# ---- tx_rate_scheduler ----
Fig. 1: tx_rate_scheduler, routed metal, one colour a layer
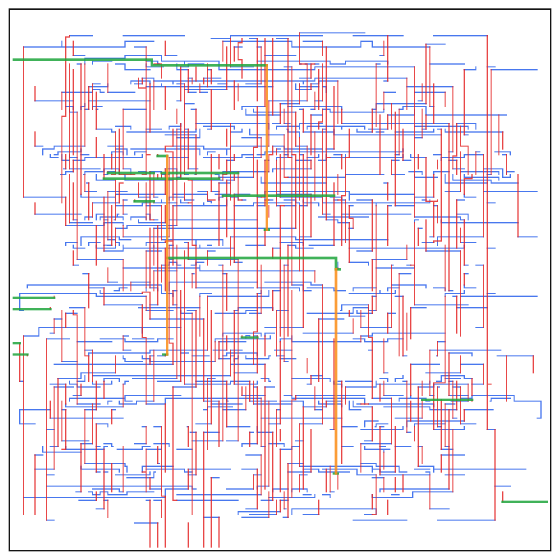

[src/rtl/tx_timing_pkg.sv]
// Shared transmit-chain timing types and default rate constants, used by the
// scheduler and by the filter and measurement blocks that follow its cadence.
package tx_timing_pkg;

  typedef enum logic [1:0] {
    IDLE = 2'd0,
    FILL = 2'd1,
    RUN  = 2'd2
  } tx_state_t;

  localparam int SAM_LOG2_DEF   = 2;
  localparam int SYM_LOG2_DEF   = 2;
  localparam int PH_W           = SAM_LOG2_DEF + SYM_LOG2_DEF;
  localparam int FILL_SYMS_DEF  = 8;
  localparam int CYCLE_SYMS_DEF = 1024;
  localparam int SAM_PERIOD_DEF = 1 << SAM_LOG2_DEF;
  localparam int SYM_PERIOD_DEF = 1 << PH_W;

endpackage

[src/rtl/tx_rate_scheduler_phase_decoder.sv]
// Decodes the shared phase counter into the per-stage clock enables and
// zero-stuff / interpolator selects; everything is quiet outside FILL/RUN.
module phase_decoder
  import tx_timing_pkg::*;
#(
  parameter int SAM_LOG2 = SAM_LOG2_DEF,
  parameter int SYM_LOG2 = SYM_LOG2_DEF
) (
  input  logic [SAM_LOG2+SYM_LOG2-1:0] ph,
  input  logic [1:0]                   state,
  input  logic                         hold,
  output logic                         sys_clk2_en,
  output logic                         sam_clk_en,
  output logic                         sym_clk_en,
  output logic                         stuff_sel,
  output logic                         hb1_sel,
  output logic                         hb2_sel
);

  localparam int PH_BITS = SAM_LOG2 + SYM_LOG2;

  logic en;

  always_comb begin
    en          = (state != IDLE) && !hold;
    sys_clk2_en = en & ph[0];
    sam_clk_en  = en & (&ph[SAM_LOG2-1:0]);
    sym_clk_en  = en & (&ph);
    // mapper sample is injected only in the first sample slot of each symbol
    stuff_sel   = en & (ph[PH_BITS-1 -: SYM_LOG2] == '0);
    hb1_sel     = en & ~ph[1];
    hb2_sel     = en & ph[0];
  end

endmodule

[src/rtl/tx_rate_scheduler.sv]
// Transmit-chain timing controller: one phase counter drives every stage enable.
// Optional single-step hold input enabled by TX_RATE_SCHEDULER_FREEZE_EN.
//
// state | meaning
// IDLE  | stopped, phase held at 0, all enables/selects low
// FILL  | chain running, waiting FILL_SYMS symbols for the filter pipeline
// RUN   | chain running, tx_valid high, measurement cycle counted
module tx_rate_scheduler
  import tx_timing_pkg::*;
#(
  parameter int SAM_LOG2   = SAM_LOG2_DEF,
  parameter int SYM_LOG2   = SYM_LOG2_DEF,
  parameter int FILL_SYMS  = FILL_SYMS_DEF,
  parameter int CYCLE_SYMS = CYCLE_SYMS_DEF
) (
  input  logic sys_clk,
  input  logic reset_n,
  input  logic start,
  input  logic stop,
`ifdef TX_RATE_SCHEDULER_FREEZE_EN
  input  logic freeze,
`endif
  output logic busy,
  output logic tx_valid,
  output logic sys_clk2_en,
  output logic sam_clk_en,
  output logic sym_clk_en,
  output logic stuff_sel,
  output logic hb1_sel,
  output logic hb2_sel,
  output logic acc_clr
);

  localparam int          PH_BITS  = SAM_LOG2 + SYM_LOG2;
  localparam logic [7:0]  SYM_LAST = 8'(FILL_SYMS - 1);
  localparam logic [21:0] CYC_LAST = 22'(CYCLE_SYMS - 1);

  tx_state_t          state, state_nxt;
  logic [PH_BITS-1:0] ph, ph_nxt;
  logic [7:0]         sym_cnt, sym_cnt_nxt;
  logic [21:0]        cyc_cnt, cyc_cnt_nxt;
  logic               stop_pend, stop_pend_nxt;
  logic               hold;

`ifdef TX_RATE_SCHEDULER_FREEZE_EN
  assign hold = freeze;
`else
  assign hold = 1'b0;
`endif

  always_ff @(posedge sys_clk or negedge reset_n) begin
    if (!reset_n) begin
      state     <= IDLE;
      ph        <= '0;
      sym_cnt   <= '0;
      cyc_cnt   <= '0;
      stop_pend <= 1'b0;
    end else begin
      state     <= state_nxt;
      ph        <= ph_nxt;
      sym_cnt   <= sym_cnt_nxt;
      cyc_cnt   <= cyc_cnt_nxt;
      stop_pend <= stop_pend_nxt;
    end
  end

  always_comb begin
    state_nxt     = state;
    ph_nxt        = ph;
    sym_cnt_nxt   = sym_cnt;
    cyc_cnt_nxt   = cyc_cnt;
    stop_pend_nxt = stop_pend;
    case (state)
      IDLE: begin
        ph_nxt        = '0;
        sym_cnt_nxt   = '0;
        cyc_cnt_nxt   = '0;
        stop_pend_nxt = 1'b0;
        if (start && !stop) state_nxt = FILL;
      end
      FILL, RUN: begin
        if (stop) stop_pend_nxt = 1'b1;
        if (!hold) ph_nxt = ph + PH_BITS'(1);
        // a stop only takes effect on a symbol boundary so no symbol is cut short
        if (sym_clk_en) begin
          if (stop_pend) begin
            state_nxt     = IDLE;
            ph_nxt        = '0;
            sym_cnt_nxt   = '0;
            cyc_cnt_nxt   = '0;
            stop_pend_nxt = 1'b0;
          end else if (state == FILL) begin
            if (sym_cnt == SYM_LAST) begin
              state_nxt   = RUN;
              sym_cnt_nxt = '0;
            end else begin
              sym_cnt_nxt = sym_cnt + 8'd1;
            end
          end else begin
            cyc_cnt_nxt = (cyc_cnt == CYC_LAST) ? '0 : cyc_cnt + 22'd1;
          end
        end
      end
      default: state_nxt = IDLE;
    endcase
  end

  phase_decoder #(
    .SAM_LOG2 (SAM_LOG2),
    .SYM_LOG2 (SYM_LOG2)
  ) u_phase_decoder (
    .ph          (ph),
    .state       (state),
    .hold        (hold),
    .sys_clk2_en (sys_clk2_en),
    .sam_clk_en  (sam_clk_en),
    .sym_clk_en  (sym_clk_en),
    .stuff_sel   (stuff_sel),
    .hb1_sel     (hb1_sel),
    .hb2_sel     (hb2_sel)
  );

  assign busy     = (state != IDLE);
  assign tx_valid = (state == RUN);
  assign acc_clr  = sym_clk_en && (state == RUN) && (cyc_cnt == CYC_LAST);

endmodule
[config.mk]
export PLATFORM = sky130hd
export DESIGN_NAME = tx_rate_scheduler
export DESIGN_NICKNAME = d
export VERILOG_FILES = /design/src/rtl/tx_timing_pkg.sv /design/src/rtl/tx_rate_scheduler_phase_decoder.sv /design/src/rtl/tx_rate_scheduler.sv
export SDC_FILE = /design/constraint.sdc
export NUM_CORES = 1
export LEC_CHECK = 0
export ABC_AREA = 1
export CAP_MARGIN = 20
export CORE_UTILIZATION = 60
export DETAILED_ROUTE_END_ITERATION = 10
export GPL_ROUTABILITY_DRIVEN = 0
export GPL_TIMING_DRIVEN = 0
export PLACE_DENSITY = 0.82
export SYNTH_ARGS = -nofsm -noshare
export SYNTH_HDL_FRONTEND = slang
export SYNTH_HIERARCHICAL = 1
export SYNTH_SLANG_ARGS = --single-unit
[constraint.sdc]
create_clock -name sys_clk -period 2.2 [get_ports sys_clk]
set_input_delay 0.22 -clock sys_clk [delete_from_list [all_inputs] [get_ports sys_clk]]
set_output_delay 0.22 -clock sys_clk [all_outputs]
set_load 0.05 [all_outputs]
# ---- delay_sched ----
==> config.mk <==
export PLATFORM = sky130hd
export DESIGN_NAME = delay_sched
export DESIGN_NICKNAME = d
export VERILOG_FILES = /design/src/rtl/delay_sched.sv
export SDC_FILE = /design/constraint.sdc
export NUM_CORES = 1
export LEC_CHECK = 0
export CORE_ASPECT_RATIO = 0.9
export CORE_MARGIN = 4
export CORE_UTILIZATION = 51
export CTS_BUF_LIST = sky130_fd_sc_hd__clkbuf_4 sky130_fd_sc_hd__clkbuf_8
export CTS_CLUSTER_DIAMETER = 150
export DETAILED_ROUTE_END_ITERATION = 6
export PLACE_DENSITY = 0.88
export SKIP_LAST_GASP = 1
export SYNTH_ARGS = -nofsm -noshare
export SYNTH_HDL_FRONTEND = slang
export SYNTH_SLANG_ARGS = --single-unit
==> constraint.sdc <==
create_clock -name clk -period 8.9 [get_ports clk]
set_input_delay 1.78 -clock clk [delete_from_list [all_inputs] [get_ports clk]]
set_output_delay 1.78 -clock clk [all_outputs]
set_load 0.005 [all_outputs]
==> src/rtl/delay_sched.sv <==
// delay_sched -- shared delay-timer scheduler.
//
// Several control FSMs each need a timed wait. Instead of giving each one its
// own delay counter, they share one cycle counter. Waiting requesters are
// served one at a time in round-robin order. A delay longer than N_MAX is
// rejected: done and err pulse together and no grant is issued.
//
// Optional feature (compile-time macro DELAY_SCHED_WDOG_EN):
//   If the granted requester drops req while its delay runs, the run is
//   cancelled. The block returns to IDLE and pulses abort for one cycle.
//   When the macro is undefined, the run completes normally and abort is
//   tied to 0.
//
// Parameters:
//   NREQ   number of requesters (2..8)
//   CBITS  width of the counter and of each length field
//   N_MAX  largest accepted delay length (must fit in CBITS)
//
// Ports:
//   clk    rising-edge clock
//   rst    synchronous active-high reset
//   req    per-requester request level, held until that requester's done
//   len    per-requester length, slice i = len[i*CBITS +: CBITS], sampled at grant
//   gnt    one-hot grant, high for len+1 cycles while the delay runs
//   done   one-hot, one-cycle completion pulse
//   err    pulses with done when the request was rejected (len > N_MAX)
//   abort  one-cycle pulse when a run is cancelled by the watchdog
//   busy   high whenever the scheduler is not IDLE
//   cnt    current timer value
module delay_sched #(
    parameter int NREQ  = 4,
    parameter int CBITS = 14,
    parameter int N_MAX = 10000
) (
    input  logic                  clk,
    input  logic                  rst,
    input  logic [NREQ-1:0]       req,
    input  logic [NREQ*CBITS-1:0] len,
    output logic [NREQ-1:0]       gnt,
    output logic [NREQ-1:0]       done,
    output logic                  err,
    output logic                  abort,
    output logic                  busy,
    output logic [CBITS-1:0]      cnt
);

    localparam int              IW     = (NREQ > 1) ? $clog2(NREQ) : 1;
    localparam logic [IW-1:0]   LAST   = IW'(NREQ - 1);
    localparam logic [CBITS-1:0] NMAX_C = CBITS'(N_MAX);

    typedef enum logic [1:0] {
        S_IDLE,
        S_RUN,
        S_DONE
    } state_t;

    state_t              state_q, state_d;
    logic [IW-1:0]       ptr_q,   ptr_d;    // round-robin start point
    logic [IW-1:0]       idx_q,   idx_d;    // requester being served
    logic [CBITS-1:0]    len_q,   len_d;    // length latched at grant
    logic [CBITS-1:0]    cnt_q,   cnt_d;
    logic [NREQ-1:0]     gnt_q,   gnt_d;
    logic [NREQ-1:0]     done_q,  done_d;
    logic                err_q,   err_d;
    logic                busy_q,  busy_d;
`ifdef DELAY_SCHED_WDOG_EN
    logic                abort_q, abort_d;
`endif

    logic                found;
    logic [IW-1:0]       sel;
    logic [CBITS-1:0]    sel_len;
    logic [IW-1:0]       ptr_after;

    function automatic logic [NREQ-1:0] onehot(input logic [IW-1:0] i);
        logic [NREQ-1:0] v;
        v    = '0;
        v[i] = 1'b1;
        return v;
    endfunction

    // First set request at or after the pointer, wrapping modulo NREQ.
    always_comb begin
        found = 1'b0;
        sel   = ptr_q;
        for (int k = 0; k < NREQ; k++) begin
            if (!found && req[(int'(ptr_q) + k) % NREQ]) begin
                found = 1'b1;
                sel   = IW'((int'(ptr_q) + k) % NREQ);
            end
        end
    end

    assign sel_len   = len[int'(sel)*CBITS +: CBITS];
    // The pointer moves past whoever was just served (completed, rejected or
    // aborted), so a requester that keeps req high cannot starve the others.
    assign ptr_after = (idx_q == LAST) ? '0 : idx_q + IW'(1);

    always_comb begin
        state_d = state_q;
        ptr_d   = ptr_q;
        idx_d   = idx_q;
        len_d   = len_q;
        cnt_d   = cnt_q;
        gnt_d   = gnt_q;
        done_d  = '0;
        err_d   = 1'b0;
`ifdef DELAY_SCHED_WDOG_EN
        abort_d = 1'b0;
`endif

        case (state_q)
            S_IDLE: begin
                if (found) begin
                    idx_d = sel;
                    len_d = sel_len;
                    cnt_d = '0;
                    if (sel_len <= NMAX_C) begin
                        state_d = S_RUN;
                        gnt_d   = onehot(sel);
                    end else begin
                        // Rejected: complete at once and never grant.
                        state_d = S_DONE;
                        done_d  = onehot(sel);
                        err_d   = 1'b1;
                    end
                end
            end

            S_RUN: begin
`ifdef DELAY_SCHED_WDOG_EN
                if (!req[idx_q]) begin
                    state_d = S_IDLE;
                    gnt_d   = '0;
                    cnt_d   = '0;
                    abort_d = 1'b1;
                    ptr_d   = ptr_after;
                end else
`endif
                if (cnt_q == len_q) begin
                    // Stop at len, so the counter can never wrap.
                    state_d = S_DONE;
                    gnt_d   = '0;
                    done_d  = onehot(idx_q);
                end else begin
                    cnt_d = cnt_q + CBITS'(1);
                end
            end

            S_DONE: begin
                ptr_d   = ptr_after;
                cnt_d   = '0;
                state_d = S_IDLE;
            end

            default: state_d = S_IDLE;
        endcase

        // busy is registered from the next state so it lines up with state_q.
        busy_d = (state_d != S_IDLE);
    end

    always_ff @(posedge clk) begin
        if (rst) begin
            state_q <= S_IDLE;
            ptr_q   <= '0;
            idx_q   <= '0;
            len_q   <= '0;
            cnt_q   <= '0;
            gnt_q   <= '0;
            done_q  <= '0;
            err_q   <= 1'b0;
            busy_q  <= 1'b0;
`ifdef DELAY_SCHED_WDOG_EN
            abort_q <= 1'b0;
`endif
        end else begin
            state_q <= state_d;
            ptr_q   <= ptr_d;
            idx_q   <= idx_d;
            len_q   <= len_d;
            cnt_q   <= cnt_d;
            gnt_q   <= gnt_d;
            done_q  <= done_d;
            err_q   <= err_d;
            busy_q  <= busy_d;
`ifdef DELAY_SCHED_WDOG_EN
            abort_q <= abort_d;
`endif
        end
    end

    assign gnt  = gnt_q;
    assign done = done_q;
    assign err  = err_q;
    assign busy = busy_q;
    assign cnt  = cnt_q;
`ifdef DELAY_SCHED_WDOG_EN
    assign abort = abort_q;
`else
    assign abort = 1'b0;
`endif

endmodule

==> notes/layouts.md <==
Pictures saved along the way, in no particular order.

Routing congestion map.
panel A
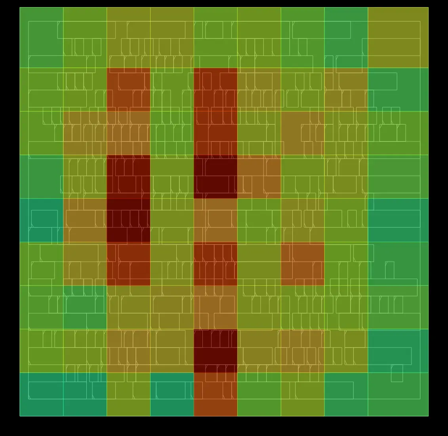
panel B
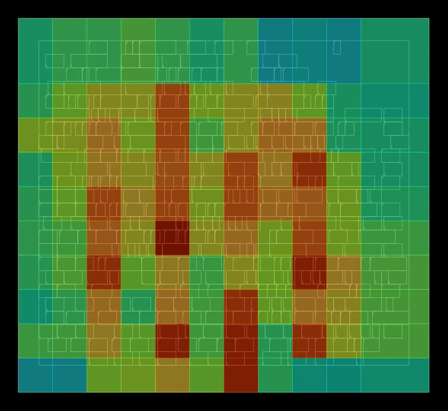
tx_rate_scheduler -> panel A
delay_sched -> panel B
The one with the most wire per cell is panel B.

Fig. 2: delay_sched, placed cells, one colour a class
The bar under the picture is 20 um long.
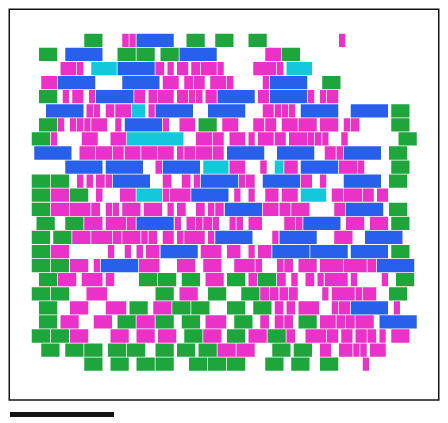
colour	class	cells	share of their area
green	other buffers and delay cells	85	25%
cyan	clock drivers and dummy loads	8	3.2%
blue	flops	44	26%
magenta	all other logic	245	47%

==> reports/metrics.yaml, delay_sched <==
clocking:
  cts_resized: 0
  hold_buffers: 0
  cts_tree: "built"
global_route:
  grtUsageMet3_pct: 6.82
sta:
  whs_ps: 469
  slew_headroom_pct: 24.3
  period_minus_slack_ps: 5270
  finalMaxSlewViolations: 0
  finalSetupTns_ps: 0
pwr:
  leakage_nw: 1.39
  comb_power_share_pct: 35.0
  ir_drop_v: 0.000115
  p_comb_uw: 217
  p_seq_uw: 248
  seq_power_share_pct: 40.0
  p_sw_share_pct: 32.5
  p_clk_uw: 155
finish:
  ff_latch_area_um2: 881
  n_fill_cell: 382
  final_cell_area_um2: 3530
  comb_share_pct: 45.1
  nNetsFinal: 448
  flops: 44
  area_share_nonclk_buffers_pct: 24.1
  buffers_excl_clock: 85
drt:
  via_per_inst: 5.40
  wl_um: 6520
  m1WireLength_um: 2650
logic_synthesis:
  synth_top_cell_by_count: "nor2_1"
  top_logic_kind: "simple AND/OR/NAND/NOR gates"
  ys_warn_count: 0
  numSynthFlops: 44
  adder_share_pct: 2.44
  yosys.area_share.aoi_pct: 11.7
setup_path:
  startpoint_type: "input port"
  crit_arrival_ps: 5500
  max_stage_delay_ps: 610
  critical_path.top_delay_family: "simple AND/OR/NAND/NOR gates"
run_status:
  status: "finished clean"
job:
  warnings: 29
floorplan:
  die_h_um: 75.2
[delay_sched: final timing paths]
path | start | end | slack [ps] | cells after the start
setup / recovery | req[3] | gnt[1]$_SDFFE_PP0P_ | 3630 | 10
hold / removal | gnt[2]$_SDFFE_PP0P_ | gnt[2]$_SDFFE_PP0P_ | 470 | 2
setup reg to reg | ptr_q[1]$_SDFFE_PP0P_ | gnt[1]$_SDFFE_PP0P_ | 5270 | 9
hold reg to reg | gnt[2]$_SDFFE_PP0P_ | gnt[2]$_SDFFE_PP0P_ | 470 | 2
Fig. 3: tx_rate_scheduler, routed clock nets over the placement
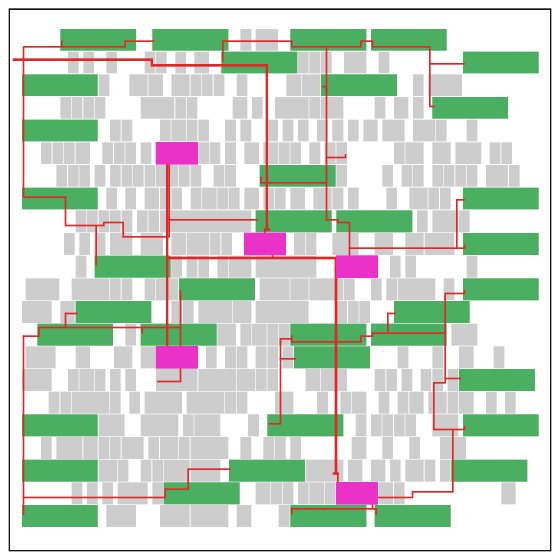
[magenta] cells driving clock nets | count: 5
[green] flip-flops | count: 37
[red] clock wires | length: 507 um
flops lie	spread over the die
routed clock nets	6
clock power share: 20.9%
Worst Skew: 7.01 ps

Notes on Fig. 1 above:
colour	layer	wire length
red	met2	2,260 um
green	met3	124 um
orange	met4	68.0 um
blue	met1	2,310 um
Post-Route WL: 4760 um
routed via count: 2,071
total track usage: 25.0%
routed length per placed instance: 11.8 um

==> reports/metrics.yaml, tx_rate_scheduler <==
run_status:
  status: "finished clean"
logic_synthesis:
  fp_nets: 346
  top_cells_by_count: "nand2_1 (97), nor2_1 (64), inv_1 (39)"
  postSynthCellCount: 334
  largest_area_cell: "dfrtp_1"
  netlist.area_leader.share_pct: 39.2
pwr:
  seq_power_share_pct: 28.8
  comb_power_share_pct: 50.3
  p_seq_uw: 852
  internal-power_mw: 1.58
setup_path:
  cp_max_fo: 5
  critical_path_required_ps: 1980
  r2r-end: "cyc_cnt[19]$_DFFE_PN0P_"
  crit_chain: "inv_1 -> ha_1 -> clkdlybuf4s50_1"
  cp-startpoint: "state[0]$_DFFE_PN0P_"
  slowest_stage: "clkdlybuf4s50_1"
  endpoint: "tx_valid"
  path_buffers: 2
finish:
  flops: 37
  ff_latch_area_um2: 926
  buffers_excl_clock: 16
global_route:
  use_met2_pct: 41.3
  antenna_found_initial: 0
  grt-busiest-layer: "met2"
sta:
  finalMaxSlewViolations: 0
  hold_viol: 0
clocking:
  cts_root_buffer: "clkbuf_8"
  cts_tree: "built"
floorplan:
  core_area_um2: 3720
  num_rows: 22
  die_x_um: 64.8
drt:
  wl_met2_um: 2260
  dr.pass1.iters: 4
  drcViolationCount: 0
  m1WireLength_um: 2310
-- tx_rate_scheduler: how the worst min path moves through the flow --
stage / end / from / cells past startpoint
after floorplan: cyc_cnt[0]$_DFFE_PN0P_ / reset_n / 0
final: sym_cnt[4]$_DFFE_PN0P_ / reset_n / 1
after CTS: sym_cnt[4]$_DFFE_PN0P_ / reset_n / 1
after global placement: cyc_cnt[0]$_DFFE_PN0P_ / cyc_cnt[0]$_DFFE_PN0P_ / 2
after global routing: state[0]$_DFFE_PN0P_ / reset_n / 1
after detailed placement: sym_cnt[4]$_DFFE_PN0P_ / reset_n / 1

# ---- arima_ctrl_seq ----
Fig. 4: arima_ctrl_seq, placed cells, one colour a class
The bar under the picture is 20 um long.
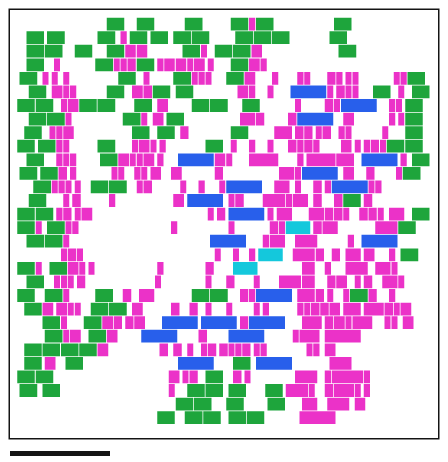
--- config.mk ---
export PLATFORM = sky130hd
export DESIGN_NAME = arima_ctrl_seq
export DESIGN_NICKNAME = d
export VERILOG_FILES = /design/src/rtl/arima_pkg.sv /design/src/rtl/arima_ctrl_seq.sv
export SDC_FILE = /design/constraint.sdc
export NUM_CORES = 1
export LEC_CHECK = 0
export ABC_AREA = 1
export CORE_UTILIZATION = 30
export DETAILED_ROUTE_END_ITERATION = 16
export GPL_ROUTABILITY_DRIVEN = 0
export MAX_ROUTING_LAYER = met4
export PLACE_DENSITY = 0.63
export SETUP_SLACK_MARGIN = 0.05
export SLEW_MARGIN = 20
export SYNTH_ARGS = -nofsm -noshare
export SYNTH_HDL_FRONTEND = slang
export SYNTH_SLANG_ARGS = --single-unit
--- constraint.sdc ---
create_clock -name clk -period 5.6 [get_ports clk]
set_clock_uncertainty 0.15 [all_clocks]
set_input_delay 1.12 -clock clk [delete_from_list [all_inputs] [get_ports clk]]
set_output_delay 1.12 -clock clk [all_outputs]
set_load 0.01 [all_outputs]
--- src/rtl/arima_pkg.sv ---
// Shared definitions for the ARIMA control sequencer: FSM states, the
// per-stage control codes understood by the datapath, and a sizing helper.
package arima_pkg;

  // Sequencer phases
  typedef enum logic [2:0] {
    ST_IDLE      = 3'd0,
    ST_CLEAR     = 3'd1,
    ST_DIFF_FILL = 3'd2,
    ST_WARM      = 3'd3,
    ST_RUN       = 3'd4
  } state_e;

  // Stage control codes
  localparam logic [1:0] CODE_RUN  = 2'b00;
  localparam logic [1:0] CODE_LOAD = 2'b01;
  localparam logic [1:0] CODE_FILL = 2'b10;
  localparam logic [1:0] CODE_CLR  = 2'b11;

  // Largest of three orders; used to size the sample counter
  function automatic int max3(input int a, input int b, input int c);
    int m;
    m = a;
    if (b > m) begin
      m = b;
    end else begin
      m = m;
    end
    if (c > m) begin
      m = c;
    end else begin
      m = m;
    end
    return m;
  endfunction

endpackage

--- src/rtl/arima_ctrl_seq.sv ---
// ARIMA control sequencer. Latches and validates (p, d, q) on start, then
// walks the datapath through clear, differencing fill, AR/MA warm-up and
// steady-state run. Every counter step is tied to an accepted input sample
// (in_valid & in_ready), so backpressure never drops or double-counts data.
// The control codes are Moore decodes of the state; the datapath applies
// them only on cycles where adv is high.
module arima_ctrl_seq
  import arima_pkg::*;
#(
  parameter int OW    = 32,
  parameter int MAX_P = 10,
  parameter int MAX_Q = 10,
  parameter int MAX_D = 2,
  parameter int CW    = $clog2(max3(MAX_P, MAX_Q, MAX_D) + 1)
) (
  input  logic          clk,
  input  logic          rst,
  input  logic          start,
  input  logic          abort,
  input  logic [OW-1:0] cfg_p,
  input  logic [OW-1:0] cfg_d,
  input  logic [OW-1:0] cfg_q,
  input  logic          in_valid,
  output logic          in_ready,
  output logic          adv,
  output logic [1:0]    c_diff,
  output logic [1:0]    c_ar,
  output logic [1:0]    c_ma,
  output logic [1:0]    c_inte,
  output logic          sel_inte_in,
  output logic          out_valid,
  output logic          busy,
  output logic          cfg_err,
  output logic [CW-1:0] p_order,
  output logic [CW-1:0] d_order,
  output logic [CW-1:0] q_order
);

  state_e        state_q, state_d;
  logic [CW-1:0] cnt_q, cnt_d;
  logic [CW-1:0] p_ord_q, p_ord_d;
  logic [CW-1:0] d_ord_q, d_ord_d;
  logic [CW-1:0] q_ord_q, q_ord_d;
  logic          err_q, err_d;

  logic          order_ok_s;
  logic [CW-1:0] w_s;
  logic          last_fill_s;
  logic          last_warm_s;
  state_e        after_fill_s;

  // All three requested orders must fit what the datapath can hold
  assign order_ok_s = (cfg_p <= OW'(MAX_P)) &&
                      (cfg_q <= OW'(MAX_Q)) &&
                      (cfg_d <= OW'(MAX_D));

  // Warm-up length is the longer of the AR and MA histories
  assign w_s = (p_ord_q > q_ord_q) ? p_ord_q : q_ord_q;

  // Terminal counts; only consulted in states where the order is non-zero
  assign last_fill_s = (cnt_q == (d_ord_q - CW'(1)));
  assign last_warm_s = (cnt_q == (w_s - CW'(1)));

  // After differencing fill, skip warm-up entirely when both p and q are 0
  assign after_fill_s = (w_s != CW'(0)) ? ST_WARM : ST_RUN;

  // Handshake: the sequencer accepts samples in every data phase
  assign in_ready = (state_q == ST_DIFF_FILL) ||
                    (state_q == ST_WARM) ||
                    (state_q == ST_RUN);
  assign adv       = in_valid & in_ready;
  assign out_valid = adv & (state_q == ST_RUN);

  assign p_order = p_ord_q;
  assign d_order = d_ord_q;
  assign q_order = q_ord_q;
  assign cfg_err = err_q;

  // State, counter, latched orders and error flag
  always_ff @(posedge clk) begin
    if (rst) begin
      state_q <= ST_IDLE;
      cnt_q   <= '0;
      p_ord_q <= '0;
      d_ord_q <= '0;
      q_ord_q <= '0;
      err_q   <= 1'b0;
    end else begin
      state_q <= state_d;
      cnt_q   <= cnt_d;
      p_ord_q <= p_ord_d;
      d_ord_q <= d_ord_d;
      q_ord_q <= q_ord_d;
      err_q   <= err_d;
    end
  end

  // Next-state, counter and configuration-latch logic
  always_comb begin
    state_d = state_q;
    cnt_d   = cnt_q;
    p_ord_d = p_ord_q;
    d_ord_d = d_ord_q;
    q_ord_d = q_ord_q;
    err_d   = err_q;

    if (abort) begin
      // Abort wins over start and adv; orders and error flag are kept
      state_d = ST_IDLE;
      cnt_d   = '0;
    end else begin
      case (state_q)
        ST_IDLE: begin
          if (start) begin
            if (order_ok_s) begin
              p_ord_d = cfg_p[CW-1:0];
              d_ord_d = cfg_d[CW-1:0];
              q_ord_d = cfg_q[CW-1:0];
              err_d   = 1'b0;
              state_d = ST_CLEAR;
            end else begin
              err_d   = 1'b1;
              state_d = ST_IDLE;
            end
          end else begin
            state_d = ST_IDLE;
          end
        end

        ST_CLEAR: begin
          cnt_d = '0;
          if (d_ord_q != CW'(0)) begin
            state_d = ST_DIFF_FILL;
          end else begin
            state_d = after_fill_s;
          end
        end

        ST_DIFF_FILL: begin
          if (adv) begin
            if (last_fill_s) begin
              cnt_d   = '0;
              state_d = after_fill_s;
            end else begin
              cnt_d = cnt_q + CW'(1);
            end
          end else begin
            cnt_d = cnt_q;
          end
        end

        ST_WARM: begin
          if (adv) begin
            if (last_warm_s) begin
              cnt_d   = '0;
              state_d = ST_RUN;
            end else begin
              cnt_d = cnt_q + CW'(1);
            end
          end else begin
            cnt_d = cnt_q;
          end
        end

        ST_RUN: begin
          state_d = ST_RUN;
        end

        default: begin
          state_d = ST_IDLE;
          cnt_d   = '0;
        end
      endcase
    end
  end

  // Moore decode of stage control codes, integrator source and busy
  always_comb begin
    c_diff      = CODE_CLR;
    c_ar        = CODE_CLR;
    c_ma        = CODE_CLR;
    c_inte      = CODE_CLR;
    sel_inte_in = 1'b1;
    busy        = 1'b1;

    case (state_q)
      ST_IDLE: begin
        busy = 1'b0;
      end

      ST_CLEAR: begin
        busy = 1'b1;
      end

      ST_DIFF_FILL: begin
        c_diff = CODE_FILL;
        c_ar   = CODE_LOAD;
        c_ma   = CODE_LOAD;
        c_inte = CODE_FILL;
      end

      ST_WARM: begin
        c_diff = CODE_RUN;
        if (cnt_q < p_ord_q) begin
          c_ar = CODE_FILL;
        end else begin
          c_ar = CODE_RUN;
        end
        c_ma   = CODE_FILL;
        c_inte = CODE_RUN;
      end

      ST_RUN: begin
        c_diff      = CODE_RUN;
        c_ar        = CODE_RUN;
        c_ma        = CODE_RUN;
        c_inte      = CODE_RUN;
        sel_inte_in = 1'b0;
      end

      default: begin
        busy = 1'b0;
      end
    endcase
  end

endmodule

==> reports/metrics.yaml <==
run_status:
  status: "finished clean"
setup_path:
  endpoint: "out_valid"
  slowest_stage: "clkdlybuf4s50_1"
  ff2ff_path_depth: 15
  cp-startpoint: "in_valid"
  max_stage_delay_ps: 530
logic_synthesis:
  ys_cells: 338
  avgSynthCellArea_um2: 6.23
  fp_nets: 449
  top_cells_by_area: "dfxtp_1 (19%), nor2_1 (14%), inv_1 (8.2%)"
job:
  cap_viol_max_count: 0
  warnings: 26
global_route:
  antenna_found_initial: 0
  grt-busiest-layer: "met2"
  use_met2_pct: 35.2
  grt_pass1_wl_um: 11000
  track_usage_pct: 18.7
  first_global_vias: 2616
finish:
  lay_top_cells: "clkdlybuf4s50_1 (126), nor2_1 (76), inv_1 (46), nand2_1 (38), nand3_1 (26)"
  lay_top_count: "clkdlybuf4s50_1"
  syn_to_final_growth_pct: 65.2
  final_cell_area_um2: 3480
pwr:
  internal-power_uw: 261
  maxPowerGroup: "sequential cells"
  leakage_nw: 1.41
  p_sw_share_pct: 22.9
  seq_power_share_pct: 42.1
drt:
  first_iter_violations: 80
  wl_met2_um: 3450
  m1WireLength_um: 2760
sta:
  finalSetupViolCount: 0
  whs_ps: 368
  hold_viol: 0
clocking:
  cts_inserted_buffers: 3
  post_cts_buffers: 0
  cts_root_buffer: "clkbuf_8"
  cts_resized: 0
  cts.reportedPaths.clkPinSlew_ps: 70
floorplan:
  die_x_um: 85.8
  num_rows: 30
About Fig. 4:
colour	class	cells	share of their area
cyan	cells driving clock nets	3	1.2%
green	other buffers and delay cells	126	38%
magenta	all other logic	311	49%
blue	flops	20	12%
register share of the cell area: 11.5%
final core occ: 51.2%

-- kinds of logic (layout without fill, tap and decap cells) --
kind of cell,count (synthesis),in the layout,synth area share (%)
xor gates and xnor gates,11,11,4.58
AOI/OAI and AO/OA,31,31,8.44
buffers and inverters,58,180,11.5
adders and majority gates,10,10,5.94
DFF,20,20,19.0
and+or+nand+nor,208,208,50.6
-- final cells by class --
cell class                      instances  area (um^2)
Clock buffer                            3         41.3
Timing Repair Buffer                  126         1260
Multi-Input combinational cell        260         1460
Inverter                               51          193
Sequential cell                        20          400
Fill cell                             698         3310
Tap cell                               96          120


==> layout pictures side by side <==
Power grid.
The bar under the picture is 20 um long. Pins as bars on the die edge. Tap cells in grey.
(a)
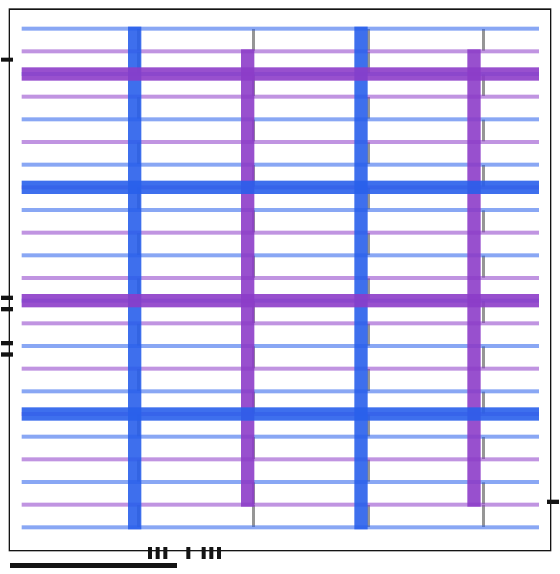
(b)
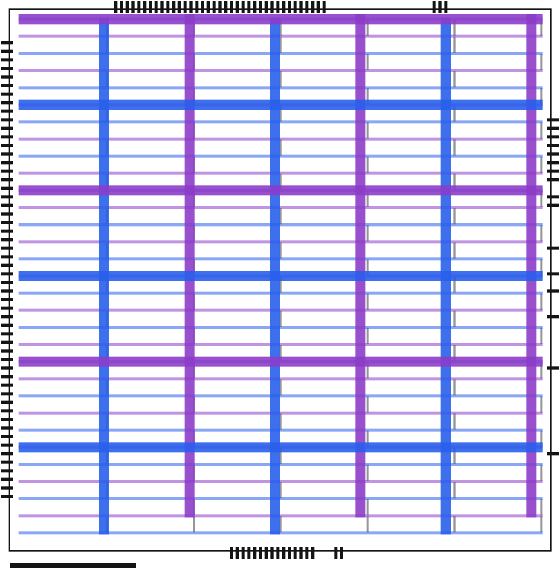
(c)
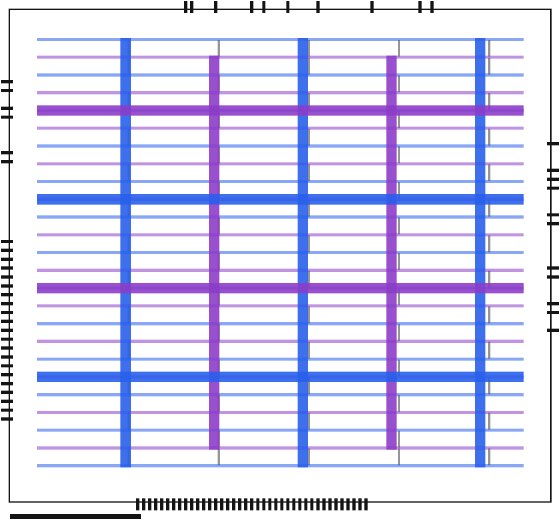
| from | picture |
|---|---|
| delay_sched | (c) |
| arima_ctrl_seq | (b) |
| tx_rate_scheduler | (a) |

Key to (b):
colour	net
purple	VDD
blue	VSS
met4 straps	6
rows	30
tap cells	96

Power is estimated from default activity; no workload was simulated.
